# ---- rs_berlekamp_massey ----
rs_berlekamp_massey, clock routing:
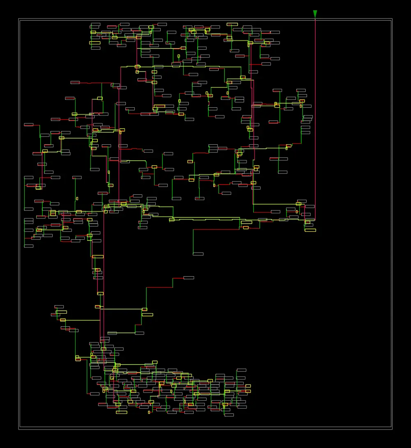

`config.mk`:
```
export PLATFORM = sky130hd
export DESIGN_NAME = rs_berlekamp_massey
export DESIGN_NICKNAME = d
export VERILOG_FILES = /design/src/rtl/gf_pkg.sv /design/src/rtl/rs_bm_discrepancy.sv /design/src/rtl/rs_berlekamp_massey.sv
export SDC_FILE = /design/constraint.sdc
export NUM_CORES = 2
export LEC_CHECK = 0
export CAP_MARGIN = 15
export CORE_ASPECT_RATIO = 1.1
export CORE_UTILIZATION = 30
export CTS_BUF_LIST = sky130_fd_sc_hd__clkbuf_8
export DETAILED_ROUTE_END_ITERATION = 10
export SKIP_CTS_REPAIR_TIMING = 1
export SLEW_MARGIN = 20
export SYNTH_ARGS = -nofsm -noshare
export SYNTH_HDL_FRONTEND = slang
export SYNTH_HIERARCHICAL = 1
export SYNTH_SLANG_ARGS = --single-unit
```
`constraint.sdc`:
```
create_clock -name aclk -period 9.6 [get_ports aclk]
set_input_delay 1.92 -clock aclk [delete_from_list [all_inputs] [get_ports aclk]]
set_output_delay 1.92 -clock aclk [all_outputs]
set_load 0.01 [all_outputs]
```
`src/rtl/gf_pkg.sv`:
```
// GF(2^8) arithmetic (poly 0x11D) and shared types for the RS decoder.
// Pure package: no state, no timing.
package gf_pkg;
   localparam int SYMB_WIDTH = 8;
   localparam int T_LEN      = 8;
   localparam int ITER_NUM   = 2*T_LEN;
   localparam int L_WIDTH    = $clog2(2*T_LEN+1);
   localparam int R_WIDTH    = $clog2(ITER_NUM);
   localparam logic [SYMB_WIDTH-1:0] GF_POLY_LO = 8'h1D;

   typedef logic [SYMB_WIDTH-1:0] symb_t;
   typedef symb_t [T_LEN:0]       poly_t;
   typedef symb_t [2*T_LEN-1:0]   synd_t;

   typedef enum logic [1:0] {ST_IDLE, ST_ITER, ST_DONE} bm_state_t;

   // Shift-and-add multiply with modular reduction on every shift.
   function automatic symb_t gf_mult(input symb_t a, input symb_t b);
      symb_t acc;
      symb_t sh;
      acc = '0;
      sh  = a;
      for (int i = 0; i < SYMB_WIDTH; i++) begin
         if (b[i]) acc = acc ^ sh;
         sh = sh[SYMB_WIDTH-1] ? ((sh << 1) ^ GF_POLY_LO) : (sh << 1);
      end
      return acc;
   endfunction
endpackage

```
`src/rtl/rs_bm_discrepancy.sv`:
```
// BM discrepancy delta = XOR_j lambda[j]*S[r-j], terms with r-j<0 excluded.
// Purely combinational; no flow control.
module rs_bm_discrepancy
   import gf_pkg::*;
(
   input  poly_t              lambda,
   input  synd_t              syndrome,
   input  logic [R_WIDTH-1:0] r,
   output symb_t              delta
);
   symb_t term [T_LEN+1];

   for (genvar j = 0; j <= T_LEN; j++) begin : g_term
      if (j == 0) begin : g_first
         assign term[j] = gf_mult(lambda[j], syndrome[r]);
      end else begin : g_rest
         logic [R_WIDTH-1:0] idx;
         assign idx     = r - R_WIDTH'(j);
         assign term[j] = (r >= R_WIDTH'(j)) ? gf_mult(lambda[j], syndrome[idx]) : '0;
      end
   end

   always_comb begin
      delta = '0;
      for (int j = 0; j <= T_LEN; j++) delta = delta ^ term[j];
   end
endmodule

```
`src/rtl/rs_berlekamp_massey.sv`:
```
// Inversionless Berlekamp-Massey: syndromes in, unnormalised error locator out.
// vld pulse ITER_NUM+1 cycles after capture; rdy low while a codeword is in flight.
module rs_berlekamp_massey
   import gf_pkg::*;
(
   input  logic               aclk,
   input  logic               aresetn,
   input  synd_t              syndrome,
   input  logic               syndrome_vld,
   output logic               syndrome_rdy,
   output poly_t              error_locator,
   output logic               error_locator_vld,
   output logic [L_WIDTH-1:0] error_locator_deg,
   output logic               rs_bm_err
);
   // B only needs x^0..x^(T_LEN-1): its top coefficient would be shifted out before use.
   typedef symb_t [T_LEN-1:0] bpoly_t;
   localparam poly_t POLY_ONE = poly_t'(1);

   bm_state_t          state, state_nxt;
   logic               capture, iter_en, done;
   synd_t              s_q;
   poly_t              lambda_q, lambda_nxt, xb;
   bpoly_t             b_q;
   symb_t              gamma_q, delta;
   logic [L_WIDTH-1:0] l_q, l_nxt;
   logic [L_WIDTH:0]   l_sum;
   logic [R_WIDTH-1:0] r_q;
   logic               update;

   always_ff @(posedge aclk or negedge aresetn) begin
      if (!aresetn) state <= ST_IDLE;
      else          state <= state_nxt;
   end

   always_comb begin
      state_nxt = state;
      case (state)
         ST_IDLE: if (syndrome_vld) state_nxt = ST_ITER;
         ST_ITER: if (r_q == R_WIDTH'(ITER_NUM-1)) state_nxt = ST_DONE;
         ST_DONE: state_nxt = ST_IDLE;
         default: state_nxt = ST_IDLE;
      endcase
   end

   always_comb begin
      syndrome_rdy = (state == ST_IDLE);
      capture      = syndrome_rdy && syndrome_vld;
      iter_en      = (state == ST_ITER);
      done         = (state == ST_DONE);
   end

   rs_bm_discrepancy u_disc (
      .lambda   (lambda_q),
      .syndrome (s_q),
      .r        (r_q),
      .delta    (delta)
   );

   assign xb = {b_q, {SYMB_WIDTH{1'b0}}};

   for (genvar j = 0; j <= T_LEN; j++) begin : g_lam
      assign lambda_nxt[j] = gf_mult(gamma_q, lambda_q[j]) ^ gf_mult(delta, xb[j]);
   end

   always_comb begin
      update = (delta != '0) && ({l_q, 1'b0} <= (L_WIDTH+1)'(r_q));
      l_sum  = (L_WIDTH+1)'(r_q) + (L_WIDTH+1)'(1) - (L_WIDTH+1)'(l_q);
      l_nxt  = (l_sum > (L_WIDTH+1)'(ITER_NUM)) ? L_WIDTH'(ITER_NUM) : l_sum[L_WIDTH-1:0];
   end

   always_ff @(posedge aclk or negedge aresetn) begin
      if (!aresetn) begin
         s_q      <= '0;
         lambda_q <= '0;
         b_q      <= '0;
         gamma_q  <= '0;
         l_q      <= '0;
         r_q      <= '0;
      end else if (capture) begin
         s_q      <= syndrome;
         lambda_q <= POLY_ONE;
         b_q      <= bpoly_t'(1);
         gamma_q  <= SYMB_WIDTH'(1);
         l_q      <= '0;
         r_q      <= '0;
      end else if (iter_en) begin
         lambda_q <= lambda_nxt;
         r_q      <= r_q + R_WIDTH'(1);
         if (update) begin
            b_q     <= lambda_q[T_LEN-1:0];
            gamma_q <= delta;
            l_q     <= l_nxt;
         end else begin
            b_q     <= xb[T_LEN-1:0];
         end
      end
   end

   always_ff @(posedge aclk or negedge aresetn) begin
      if (!aresetn) begin
         error_locator     <= '0;
         error_locator_vld <= 1'b0;
         error_locator_deg <= '0;
         rs_bm_err         <= 1'b0;
      end else begin
         error_locator_vld <= done;
         if (done) begin
            error_locator     <= lambda_q;
            error_locator_deg <= l_q;
            rs_bm_err         <= (l_q > L_WIDTH'(T_LEN));
         end
      end
   end
endmodule

```
# ---- instruction_fetch_queue ----
--- src/rtl/instruction_fetch_queue_pkg.sv ---
// Shared fetch-stage types and defaults; the fetch entry is reused by the later
// decode pipeline registers.
package instruction_fetch_queue_pkg;

    localparam int unsigned INSTR_W       = 32;
    localparam int unsigned ADDR_W        = 32;
    localparam int unsigned DEFAULT_DEPTH = 4;

    localparam logic [ADDR_W-1:0] DEFAULT_PC_STEP  = 32'd4;
    localparam logic [ADDR_W-1:0] DEFAULT_RESET_PC = 32'd0;

    typedef struct packed {
        logic [ADDR_W-1:0]  pc;
        logic [INSTR_W-1:0] instr;
    } fetch_entry_t;

endpackage

--- src/rtl/instruction_fetch_queue_fetch_fifo.sv ---
// Small FIFO of fetched {pc, instr} entries with synchronous flush; the head is
// zero whenever the queue is empty.
module instruction_fetch_queue_fetch_fifo
    import instruction_fetch_queue_pkg::*;
#(
    parameter  int unsigned DEPTH = DEFAULT_DEPTH,
    localparam int unsigned PTR_W = $clog2(DEPTH),
    localparam int unsigned CNT_W = $clog2(DEPTH + 1)
) (
    input  logic             clk,
    input  logic             reset,
    input  logic             flush,
    input  logic             push,
    input  fetch_entry_t     push_data,
    input  logic             pop,
    output fetch_entry_t     head,
    output logic             head_valid,
    output logic [CNT_W-1:0] count
);

    fetch_entry_t     mem [DEPTH];
    logic [PTR_W-1:0] wr_ptr;
    logic [PTR_W-1:0] rd_ptr;
    logic             clear;
    logic             full;
    logic             pop_ok;
    logic             push_ok;

    assign clear      = reset | flush;
    assign head_valid = (count != '0);
    assign full       = (count == CNT_W'(DEPTH));
    assign pop_ok     = pop & head_valid;
    assign push_ok    = push & ~clear;
    assign head       = head_valid ? mem[rd_ptr] : '0;

    // Storage needs no reset: the head is masked while empty.
    always_ff @(posedge clk) begin
        if (push_ok) begin
            mem[wr_ptr] <= push_data;
        end
    end

    always_ff @(posedge clk) begin
        if (clear) begin
            wr_ptr <= '0;
            rd_ptr <= '0;
            count  <= '0;
        end else begin
            assert (!(push && !pop_ok && full));
            if (push) begin
                wr_ptr <= wr_ptr + PTR_W'(1);
            end
            if (pop_ok) begin
                rd_ptr <= rd_ptr + PTR_W'(1);
            end
            case ({push, pop_ok})
                2'b10:   count <= count + CNT_W'(1);
                2'b01:   count <= count - CNT_W'(1);
                default: count <= count;
            endcase
        end
    end

endmodule

--- src/rtl/instruction_fetch_queue.sv ---
// Fetch stage: sequential PC generation, one outstanding imem read, buffered
// instruction queue toward decode, flushed by branch redirects.
module instruction_fetch_queue
    import instruction_fetch_queue_pkg::*;
#(
    parameter  int unsigned       DEPTH    = DEFAULT_DEPTH,
    parameter  logic [ADDR_W-1:0] PC_STEP  = DEFAULT_PC_STEP,
    parameter  logic [ADDR_W-1:0] RESET_PC = DEFAULT_RESET_PC,
    localparam int unsigned       CNT_W    = $clog2(DEPTH + 1)
) (
    input  logic               clk,
    input  logic               reset,
    output logic               imem_req,
    output logic [ADDR_W-1:0]  imem_addr,
    input  logic [INSTR_W-1:0] imem_rdata,
    input  logic               redirect_valid,
    input  logic [ADDR_W-1:0]  redirect_target,
    output logic               inst_valid,
    output logic [INSTR_W-1:0] inst,
    output logic [ADDR_W-1:0]  inst_pc,
    input  logic               inst_ready,
    output logic [CNT_W-1:0]   queue_count
);

    localparam int unsigned OCC_W = CNT_W + 1;

    logic [ADDR_W-1:0] fetch_pc;
    logic [ADDR_W-1:0] inflight_pc;
    logic              inflight;
    logic [OCC_W-1:0]  occupancy;
    logic              pop;
    fetch_entry_t      ret_entry;
    fetch_entry_t      head;

    // Queued plus outstanding entries; a same-cycle pop is deliberately not credited.
    assign occupancy = {1'b0, queue_count} + OCC_W'(inflight);
    assign imem_req  = ~reset & ~redirect_valid & (occupancy < OCC_W'(DEPTH));
    assign imem_addr = fetch_pc;
    assign ret_entry = '{pc: inflight_pc, instr: imem_rdata};
    assign pop       = inst_valid & inst_ready;
    assign inst      = head.instr;
    assign inst_pc   = head.pc;

    always_ff @(posedge clk) begin
        if (reset) begin
            fetch_pc    <= RESET_PC;
            inflight    <= 1'b0;
            inflight_pc <= '0;
        end else if (redirect_valid) begin
            fetch_pc <= redirect_target;
            inflight <= 1'b0;
        end else begin
            inflight <= imem_req;
            if (imem_req) begin
                fetch_pc    <= fetch_pc + PC_STEP;
                inflight_pc <= fetch_pc;
            end
        end
    end

    instruction_fetch_queue_fetch_fifo #(
        .DEPTH (DEPTH)
    ) u_fetch_fifo (
        .clk        (clk),
        .reset      (reset),
        .flush      (redirect_valid),
        .push       (inflight),
        .push_data  (ret_entry),
        .pop        (pop),
        .head       (head),
        .head_valid (inst_valid),
        .count      (queue_count)
    );

endmodule
--- config.mk ---
export PLATFORM = sky130hd
export DESIGN_NAME = instruction_fetch_queue
export DESIGN_NICKNAME = d
export VERILOG_FILES = /design/src/rtl/instruction_fetch_queue_pkg.sv /design/src/rtl/instruction_fetch_queue_fetch_fifo.sv /design/src/rtl/instruction_fetch_queue.sv
export SDC_FILE = /design/constraint.sdc
export NUM_CORES = 1
export LEC_CHECK = 0
export CAP_MARGIN = 40
export CORE_AREA = 2 2 124 186
export CTS_BUF_LIST = sky130_fd_sc_hd__clkbuf_8
export DETAILED_ROUTE_END_ITERATION = 10
export DIE_AREA = 0 0 126 188
export PLACE_DENSITY = 0.84
export SLEW_MARGIN = 0
export SYNTH_ARGS = -nofsm -noshare
export SYNTH_HDL_FRONTEND = slang
export SYNTH_SLANG_ARGS = --single-unit
--- constraint.sdc ---
create_clock -name clk -period 7.3 [get_ports clk]
set_input_delay 1.46 -clock clk [delete_from_list [all_inputs] [get_ports clk]]
set_output_delay 1.46 -clock clk [all_outputs]
set_load 0.01 [all_outputs]
# ---- fft8_input_buffer ----
[src/rtl/fft_pkg.sv]
// Shared constants for the 8-point FFT front end: default sample width,
// frame length and the stride order used to pair x(n) with x(n+4).
package fft_pkg;

  localparam int TOTAL_BITS = 32;
  localparam int FRAME_LEN  = 8;
  localparam int ADDR_W     = $clog2(FRAME_LEN);
  localparam int CNT_W      = ADDR_W + 1;

  // Entry [k] is the bank address emitted as output word k: 0,4,1,5,2,6,3,7.
  localparam logic [FRAME_LEN-1:0][ADDR_W-1:0] READ_ORDER =
    {3'd7, 3'd3, 3'd6, 3'd2, 3'd5, 3'd1, 3'd4, 3'd0};

endpackage

[src/rtl/fft_ram16.sv]
// Two 8-word ping-pong banks in one 16-word array: one synchronous write
// port and one registered read port, both qualified by their enables.
module fft_ram16 #(
  parameter int W = 64
) (
  input  logic         clk_i,
  input  logic         we_i,
  input  logic [3:0]   waddr_i,
  input  logic [W-1:0] wdata_i,
  input  logic         re_i,
  input  logic [3:0]   raddr_i,
  output logic [W-1:0] rdata_o
);

  logic [W-1:0] mem_q [16];
  logic [W-1:0] rdata_q;

  // NOTE: storage is deliberately left out of reset so it maps onto plain RAM
  // cells; nothing downstream consumes a word before it has been written.
  always_ff @(posedge clk_i) begin
    if (we_i) mem_q[waddr_i] <= wdata_i;
    if (re_i) rdata_q <= mem_q[raddr_i];
  end

  assign rdata_o = rdata_q;

endmodule

[src/rtl/fft8_input_buffer.sv]
// Ping-pong input buffer for an 8-point radix-2 FFT: captures frames in
// natural order and replays each finished frame in butterfly stride order.
module fft8_input_buffer
  import fft_pkg::*;
#(
  parameter int total_bits = TOTAL_BITS
) (
  input  logic                         CLK,
  input  logic                         RST,
  input  logic                         ED,
  input  logic                         START,
  input  logic signed [total_bits-1:0] DR,
  input  logic signed [total_bits-1:0] DI,
  output logic                         RDY,
  output logic signed [total_bits-1:0] DOR,
  output logic signed [total_bits-1:0] DOI
);

  logic [CNT_W-1:0]  wr_cnt_q, wr_cnt_d, wr_addr;
  logic              wr_en;
  logic              started_q, started_d;
  logic [1:0]        full_q, full_d;
  logic              rd_active_q, rd_active_d;
  logic              rd_bank_q, rd_bank_d;
  logic [ADDR_W-1:0] rd_cnt_q, rd_cnt_d;
  logic              rd_vld_q, rd_first_q;
  logic              rdy_q;
  logic signed [total_bits-1:0] dor_q, doi_q;
  logic [2*total_bits-1:0]      ram_rdata;

  // NOTE: every always_comb output gets a default first, so no path can
  // leave a signal unassigned and infer a latch.
  always_comb begin
    wr_en     = START | started_q;
    wr_addr   = START ? {wr_cnt_q[ADDR_W], {ADDR_W{1'b0}}} : wr_cnt_q;
    wr_cnt_d  = wr_addr + CNT_W'(1);
    started_d = started_q | START;

    full_d = full_q;
    if (START) full_d[wr_addr[ADDR_W]] = 1'b0;
    if (wr_en && wr_addr[ADDR_W-1:0] == ADDR_W'(FRAME_LEN-1))
      full_d[wr_addr[ADDR_W]] = 1'b1;

    rd_cnt_d    = rd_cnt_q + ADDR_W'(1);
    rd_active_d = rd_active_q && (rd_cnt_q != ADDR_W'(FRAME_LEN-1));
    rd_bank_d   = rd_bank_q;
    // A finished bank starts its pass on the edge after its last write,
    // seamlessly following a pass that ends on that same edge.
    if (!rd_active_d && full_d != 2'b00) begin
      rd_bank_d         = full_d[~rd_bank_q] ? ~rd_bank_q : rd_bank_q;
      full_d[rd_bank_d] = 1'b0;
      rd_active_d       = 1'b1;
      rd_cnt_d          = '0;
    end
  end

  always_ff @(posedge CLK) begin
    if (RST) begin
      wr_cnt_q    <= '0;
      started_q   <= 1'b0;
      full_q      <= '0;
      rd_active_q <= 1'b0;
      rd_bank_q   <= 1'b0;
      rd_cnt_q    <= '0;
      rd_vld_q    <= 1'b0;
      rd_first_q  <= 1'b0;
      rdy_q       <= 1'b0;
      dor_q       <= '0;
      doi_q       <= '0;
    end else if (ED) begin
      if (wr_en) wr_cnt_q <= wr_cnt_d;
      started_q   <= started_d;
      full_q      <= full_d;
      rd_active_q <= rd_active_d;
      rd_bank_q   <= rd_bank_d;
      rd_cnt_q    <= rd_cnt_d;
      rd_vld_q    <= rd_active_q;
      rd_first_q  <= rd_active_q && (rd_cnt_q == '0);
      rdy_q       <= rd_vld_q && rd_first_q;
      if (rd_vld_q) {dor_q, doi_q} <= ram_rdata;
    end
  end

  fft_ram16 #(.W(2*total_bits)) u_ram (
    .clk_i   (CLK),
    .we_i    (ED & wr_en),
    .waddr_i (wr_addr),
    .wdata_i ({DR, DI}),
    .re_i    (ED & rd_active_q),
    .raddr_i ({rd_bank_q, READ_ORDER[rd_cnt_q]}),
    .rdata_o (ram_rdata)
  );

  assign RDY = rdy_q;
  assign DOR = dor_q;
  assign DOI = doi_q;

endmodule
[config.mk]
export PLATFORM = sky130hd
export DESIGN_NAME = fft8_input_buffer
export DESIGN_NICKNAME = d
export VERILOG_FILES = /design/src/rtl/fft_pkg.sv /design/src/rtl/fft_ram16.sv /design/src/rtl/fft8_input_buffer.sv
export SDC_FILE = /design/constraint.sdc
export NUM_CORES = 1
export LEC_CHECK = 0
export CORE_AREA = 10 10 292 294
export CTS_CLUSTER_DIAMETER = 50
export DETAILED_ROUTE_END_ITERATION = 10
export DIE_AREA = 0 0 302 304
export GPL_TIMING_DRIVEN = 0
export PLACE_DENSITY = 0.78
export SYNTH_ARGS = -nofsm -noshare
export SYNTH_HDL_FRONTEND = slang
export SYNTH_SLANG_ARGS = --single-unit
[constraint.sdc]
create_clock -name CLK -period 5.1 [get_ports CLK]
set_clock_uncertainty 0.2 [all_clocks]
set_input_delay 1.53 -clock CLK [delete_from_list [all_inputs] [get_ports CLK]]
set_output_delay 1.53 -clock CLK [all_outputs]
set_load 0.1 [all_outputs]

==> layout pictures side by side <==
Placed cells, one colour a class.
shot_01.png
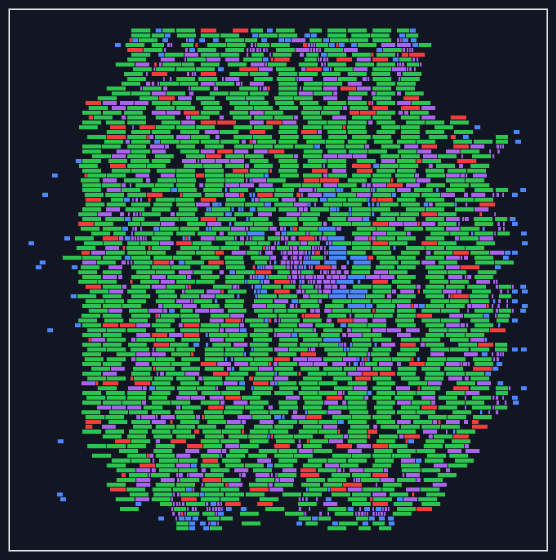
shot_02.png
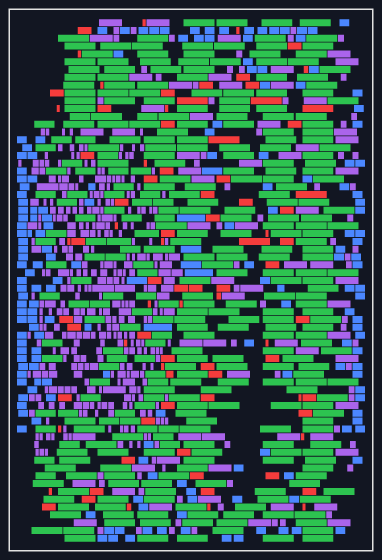
shot_03.png
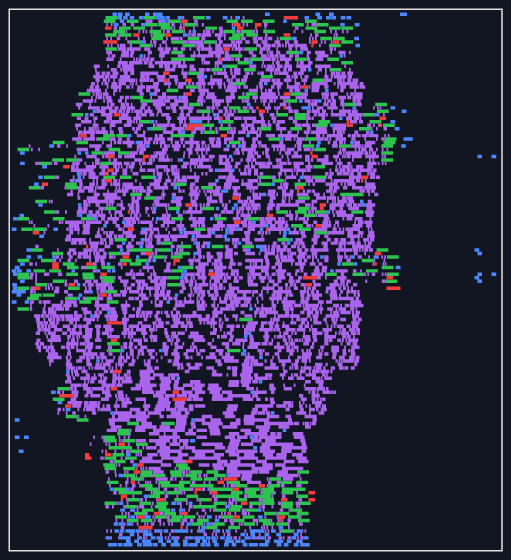
| from | picture |
|---|---|
| instruction_fetch_queue | shot_02.png |
| rs_berlekamp_massey | shot_03.png |
| fft8_input_buffer | shot_01.png |
The one with the highest utilization is shot_02.png.
The one with the most sequential cells is shot_01.png.

Key to shot_02.png:
Key: registers = green [cells 330, share of their area 59%]; clock drivers and dummy loads = red [cells 82, share of their area 6.2%]; remaining buffers and delay cells = blue [cells 182, share of their area 12%]; remaining logic cells = purple [cells 448, share of their area 23%]

fft8_input_buffer, wiring by layer:
Scale bar: 100 um.
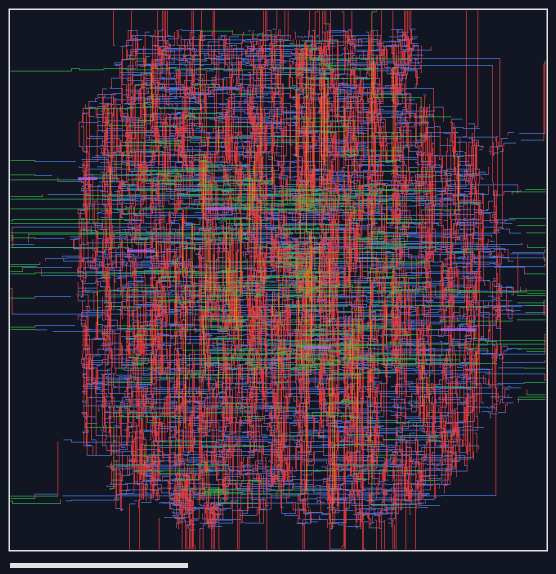
Key: M4 = orange [wire length 3,250 um]; M3 = green [wire length 10,500 um]; M1 = blue [wire length 36.5 mm]; M2 = red [wire length 52.7 mm]; M5 = purple [wire length 69.0 um]

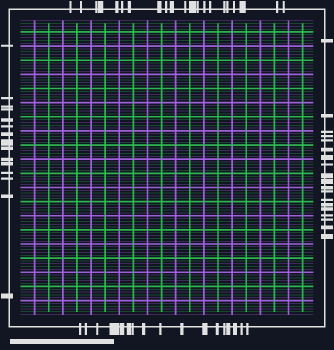
fft8_input_buffer: supply network
Scale bar: 100 um. Pins as bars on the die edge.
Key: VDD = green; VSS = purple
20 straps on met5. 20 straps on met4.

==> impl_metrics.csv, fft8_input_buffer <==
group,metric,value,unit
synth,ys_top_cells_by_count,"edfxtp_1, mux4_2, nand2_1",
layout,ff_count,1170,
layout,dominant_cells,"sequential cells",
synth,synth_area,43300,sq um
grt,antenna_found_initial,7,
sta,rsz0062_at_grt,"false",
worst_setup_path,cp-startpoint,"DOI[18]$_SDFFE_PP0P_",
worst_setup_path,r2r_slack,2150,ps
clock_tree,clock_sinks,1170,
floorplanning,dieHeight,304,um
grt,grt_util_met1,0.283,
worst_setup_path,path_buffers,1,
worst_setup_path,critical_path.top_delay_family,"buffers and inverters",
layout,antenna_cells,2,
detailed_routing,drt-pass1-iter-count,5,
synth,mux_area_frac,0.134,
clock_tree,cts_buffers,110,
min_path,hp-class,"reg2reg",
synth,ys.flops,1170,
detailed_routing,vias,21900,
grt,grt_remaining_overflow,0,
synth,yosys_area,43300,sq um
status,status,"finished, final reports clean",
synth,syn_inst,2022,
sta,fmax,242,MHz
detailed_routing,ant_nets,0,
min_path,hold_depth,2,
synth,synth-compound-area-share,0.0336,
synth,synth_seq_share,0.793,
synth,ys_async_sr_fraction,0,
grt,grt_start_max_net_pins,46,
worst_setup_path,worst-path-stages,1,
fft8_input_buffer: cell usage in the layout, fill, tap and decap left out, types with 8 or more instances in the layout:
cell             Yosys  final
buf_1               18     18
buf_6               13     13
edfxtp_1          1088   1088
nor2_1              10      9
bufinv_16            0     13
buf_16               0     17
dfxtp_1             82     82
a22oi_1            128    128
nand2_1            203    203
clkdlybuf4s50_1      0    131
clkinv_1             0     20
and2_4               0     12
clkbuf_16            0    111
a21oi_1             76     76
ha_1                 8      8
mux4_2             256    256
clkinv_2             0     16
clkbuf_1            56     79
buf_2               18     18
fft8_input_buffer: per-stage QoR:
step,setup WS (ps),std cells,hold slack (ps),utilization
CTS,987,3436,256,0.629
finish,964,3438,257,0.629
floorplan,689,2022,242,-
global route,891,3438,276,0.629
detailed placement,414,3232,248,0.584
global placement,-1710,3213,243,0.577
fft8_input_buffer: sequential cells by signal, summed over array words and instances (netlist names):
signal / count
DOR: 32
rd_bank_q: 1
rd_active_q: 1
wr_cnt_q: 4
rd_first_q: 1
rd_vld_q: 1
DOI: 32
full_q: 2
u_ram.raddr_i: 3
started_q: 1
u_ram.mem_q: 1024
RDY: 1
u_ram.rdata_o: 64
rd_cnt_q: 3
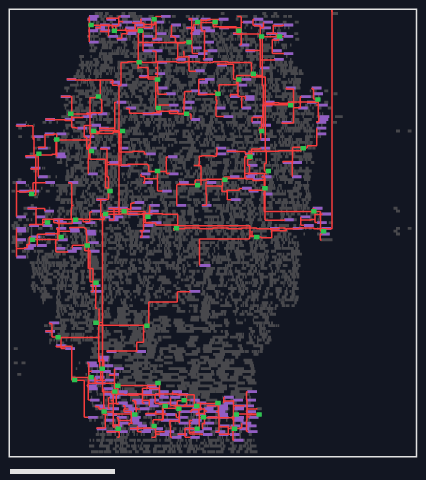
rs_berlekamp_massey: clock distribution
Scale bar: 100 um.
Key: flip-flops = purple [count 362]; clock-net drivers = green [count 72]; clock wires = red [length 7,700 um]
There are 73 routed clock nets.

About 'clock routing' of rs_berlekamp_massey:
TritonCTS buffer count: 72
clk_skew: 74.3 ps
Clock buffer cells: 80

==> impl_metrics.csv, rs_berlekamp_massey <==
group,metric,value,unit
detailed_routing,vias,45000,
clock_tree,clock.latency.late_pin,810,ps
detailed_routing,routed-wl-met2,90.1,mm
synth,ys_async_sr_fraction,1.00,
job,warnings,40,
status,status,"finished, final reports clean",
synth,synth.avg_cell_area,7.95,sq um
grt,grt_remaining_overflow,0,
floorplanning,core,160000,sq um
detailed_routing,wl_met1,77.5,mm
worst_setup_path,worst-path-stages,18,
synth,synthAdderAreaFrac,0.00558,
place,place.gp.congestion,1.01,
grt,grt_pass1_wl,293,mm
worst_setup_path,arrival,9550,ps
synth,top_area_cell,"xnor2_1",
sta,finalHoldViolations,0,
layout,regMostFlops,"s_q",
detailed_routing,drt-pass1-iter-count,6,
grt,grt_pass1_vias,43200,
detailed_routing,routedWlPerCell,24.5,um
clock_tree,cts.clk_slew.worst_paths,80,ps
-- rs_berlekamp_massey: final cells by class --
cell class	instances	area share
timing repair buffer	373	0.0623
tap	2106	0.0489
antenna	5	0.000232
multi-input combinational	5145	0.687
clock inverter	43	0.00873
inverter	61	0.00425
sequential	362	0.168
clock buffer	80	0.0204
-- rs_berlekamp_massey: through the flow --
step / worst slack (ps) / cell area [sq um]
3_5_place_dp: 705 / 52300
4_1_cts: 688 / 53900
2_1_floorplan: 2320 / 48500
6_report: 670 / 53900
5_1_grt: 317 / 53900
3_3_place_gp: 789 / 52300
-- rs_berlekamp_massey: routing by layer --
layer,global-route usage,vias to the layer above
met5,0,-
met4,0.140,0
met3,0.0521,660
met2,0.377,2602
met1,0.301,22000
li1,-,19800
-- rs_berlekamp_massey: cell usage in the layout, fill, tap and decap left out, types with 32 or more instances in the layout --
master / count
nand2_1: 2087
xor2_1: 322
clkdlybuf4s50_1: 209
o21ai_1: 42
nand2b_1: 59
a21oi_1: 131
inv_1: 75
clkbuf_8: 80
mux2i_1: 177
mux4_2: 195
o22ai_1: 32
nand3_1: 121
dfrtp_1: 354
xnor2_1: 1122
nor2_1: 116
a22oi_1: 36
buf_4: 160
o21ai_0: 212
xnor3_1: 111
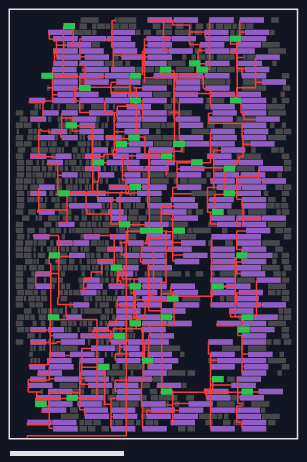
instruction_fetch_queue: clock distribution
Scale bar: 50 um.
Key: flip-flops = purple [count 330]; clock wires = red [length 3,360 um]; clock-net drivers = green [count 45]
There are 46 routed clock nets.

==> impl_metrics.csv, instruction_fetch_queue <==
group,metric,value,unit
status,status,"finished, final reports clean",
sta,finClkSkew,17.7,ps
synth,synthTopLogicFamily,"multiplexers",
min_path,holdPathEnd,"inflight_pc[20]$_SDFFE_PP0P_",
synth,synth_top_flop_cell,"edfxtp_1",
worst_setup_path,cp-end-kind,"output port",
detailed_routing,drt_wl_total,26.7,mm
grt,grt_pass1_vias,8162,
synth,synthAdderAreaFrac,0.00731,
grt,grt_remaining_overflow,0,
floorplanning,fp-utilization,0.588,
layout,final_layout_size_suffix_gt1_frac,0.147,
worst_setup_path,crit_type,"in2out",
sta,final.min_clock_period,5150,ps
clock_tree,clock_path_buffers,3,
synth,yosys.area_share.xor_xnor,0.00673,
grt,antenna_found_initial,0,
layout,area_delta_synth_final,23.2,%
job,warnings,29,
detailed_routing,first_iter_violations,568,
floorplanning,io_pins,169,
sta,setup_slack,2150,ps
worst_setup_path,crit_end,"imem_req",
clock_tree,cts_tree,"done",
worst_setup_path,crit_required,5840,ps
synth,ys_async_sr_fraction,0,
worst_setup_path,critical_path.most_common_cell,"clkdlybuf4s50_1",
layout,combGateArea,3590,sq um
layout,sh_comb_area,0.224,
layout,nMultiInputCombCells,435,
clock_tree,clock_sinks,330,
floorplanning,chip_area,23700,sq um
sta,fmax,194,MHz
synth,yosys_warnings,0,
min_path,hp-class,"reg2reg",
synth,synth_area,13000,sq um
synth,synth-compound-area-share,0.0448,
layout,ff_latch_area,9180,sq um
sta,finalSetupViolCount,0,
place,place.gp.congestion,0.848,
clock_tree,cts.clk_slew.worst_paths,60,ps
worst_setup_path,critical_path.top_delay_family,"buffers and inverters",
instruction_fetch_queue: cells in the final DEF, fill, tap and decap left out, types with 4 or more instances in the layout:
cell             count
clkdlybuf4s50_1    167
nand3_1             14
and3_4               4
xor2_1               7
o22ai_1              5
nor2_1              28
dfxtp_1             72
inv_1               29
clkbuf_8            50
o21ai_0              9
a31oi_1             12
a22oi_1              5
buf_4                7
and2_1              73
edfxtp_1           256
ha_1                 6
and3_1               4
bufinv_16            6
nand2_1             91
or3_1                7
o211ai_1             5
clkinv_1             5
and4_1               4
buf_12               4
a21oi_1             49
nand4_1             15
mux4_2              64
instruction_fetch_queue: routing by layer:
metal / global-route usage / share of wire
met1: 0.287 / 0.38
met2: 0.396 / 0.52
met3: 0.0348 / 0.063
met4: 0.101 / 0.035
met5: 0 / 0
instruction_fetch_queue: metrics by stage:
step | instance area, sq um | util
floorplan | 13000 | -
global placement | 14900 | 0.673
detailed placement | 15100 | 0.680
CTS | 16000 | 0.724
global route | 16000 | 0.724
finish | 16000 | 0.724

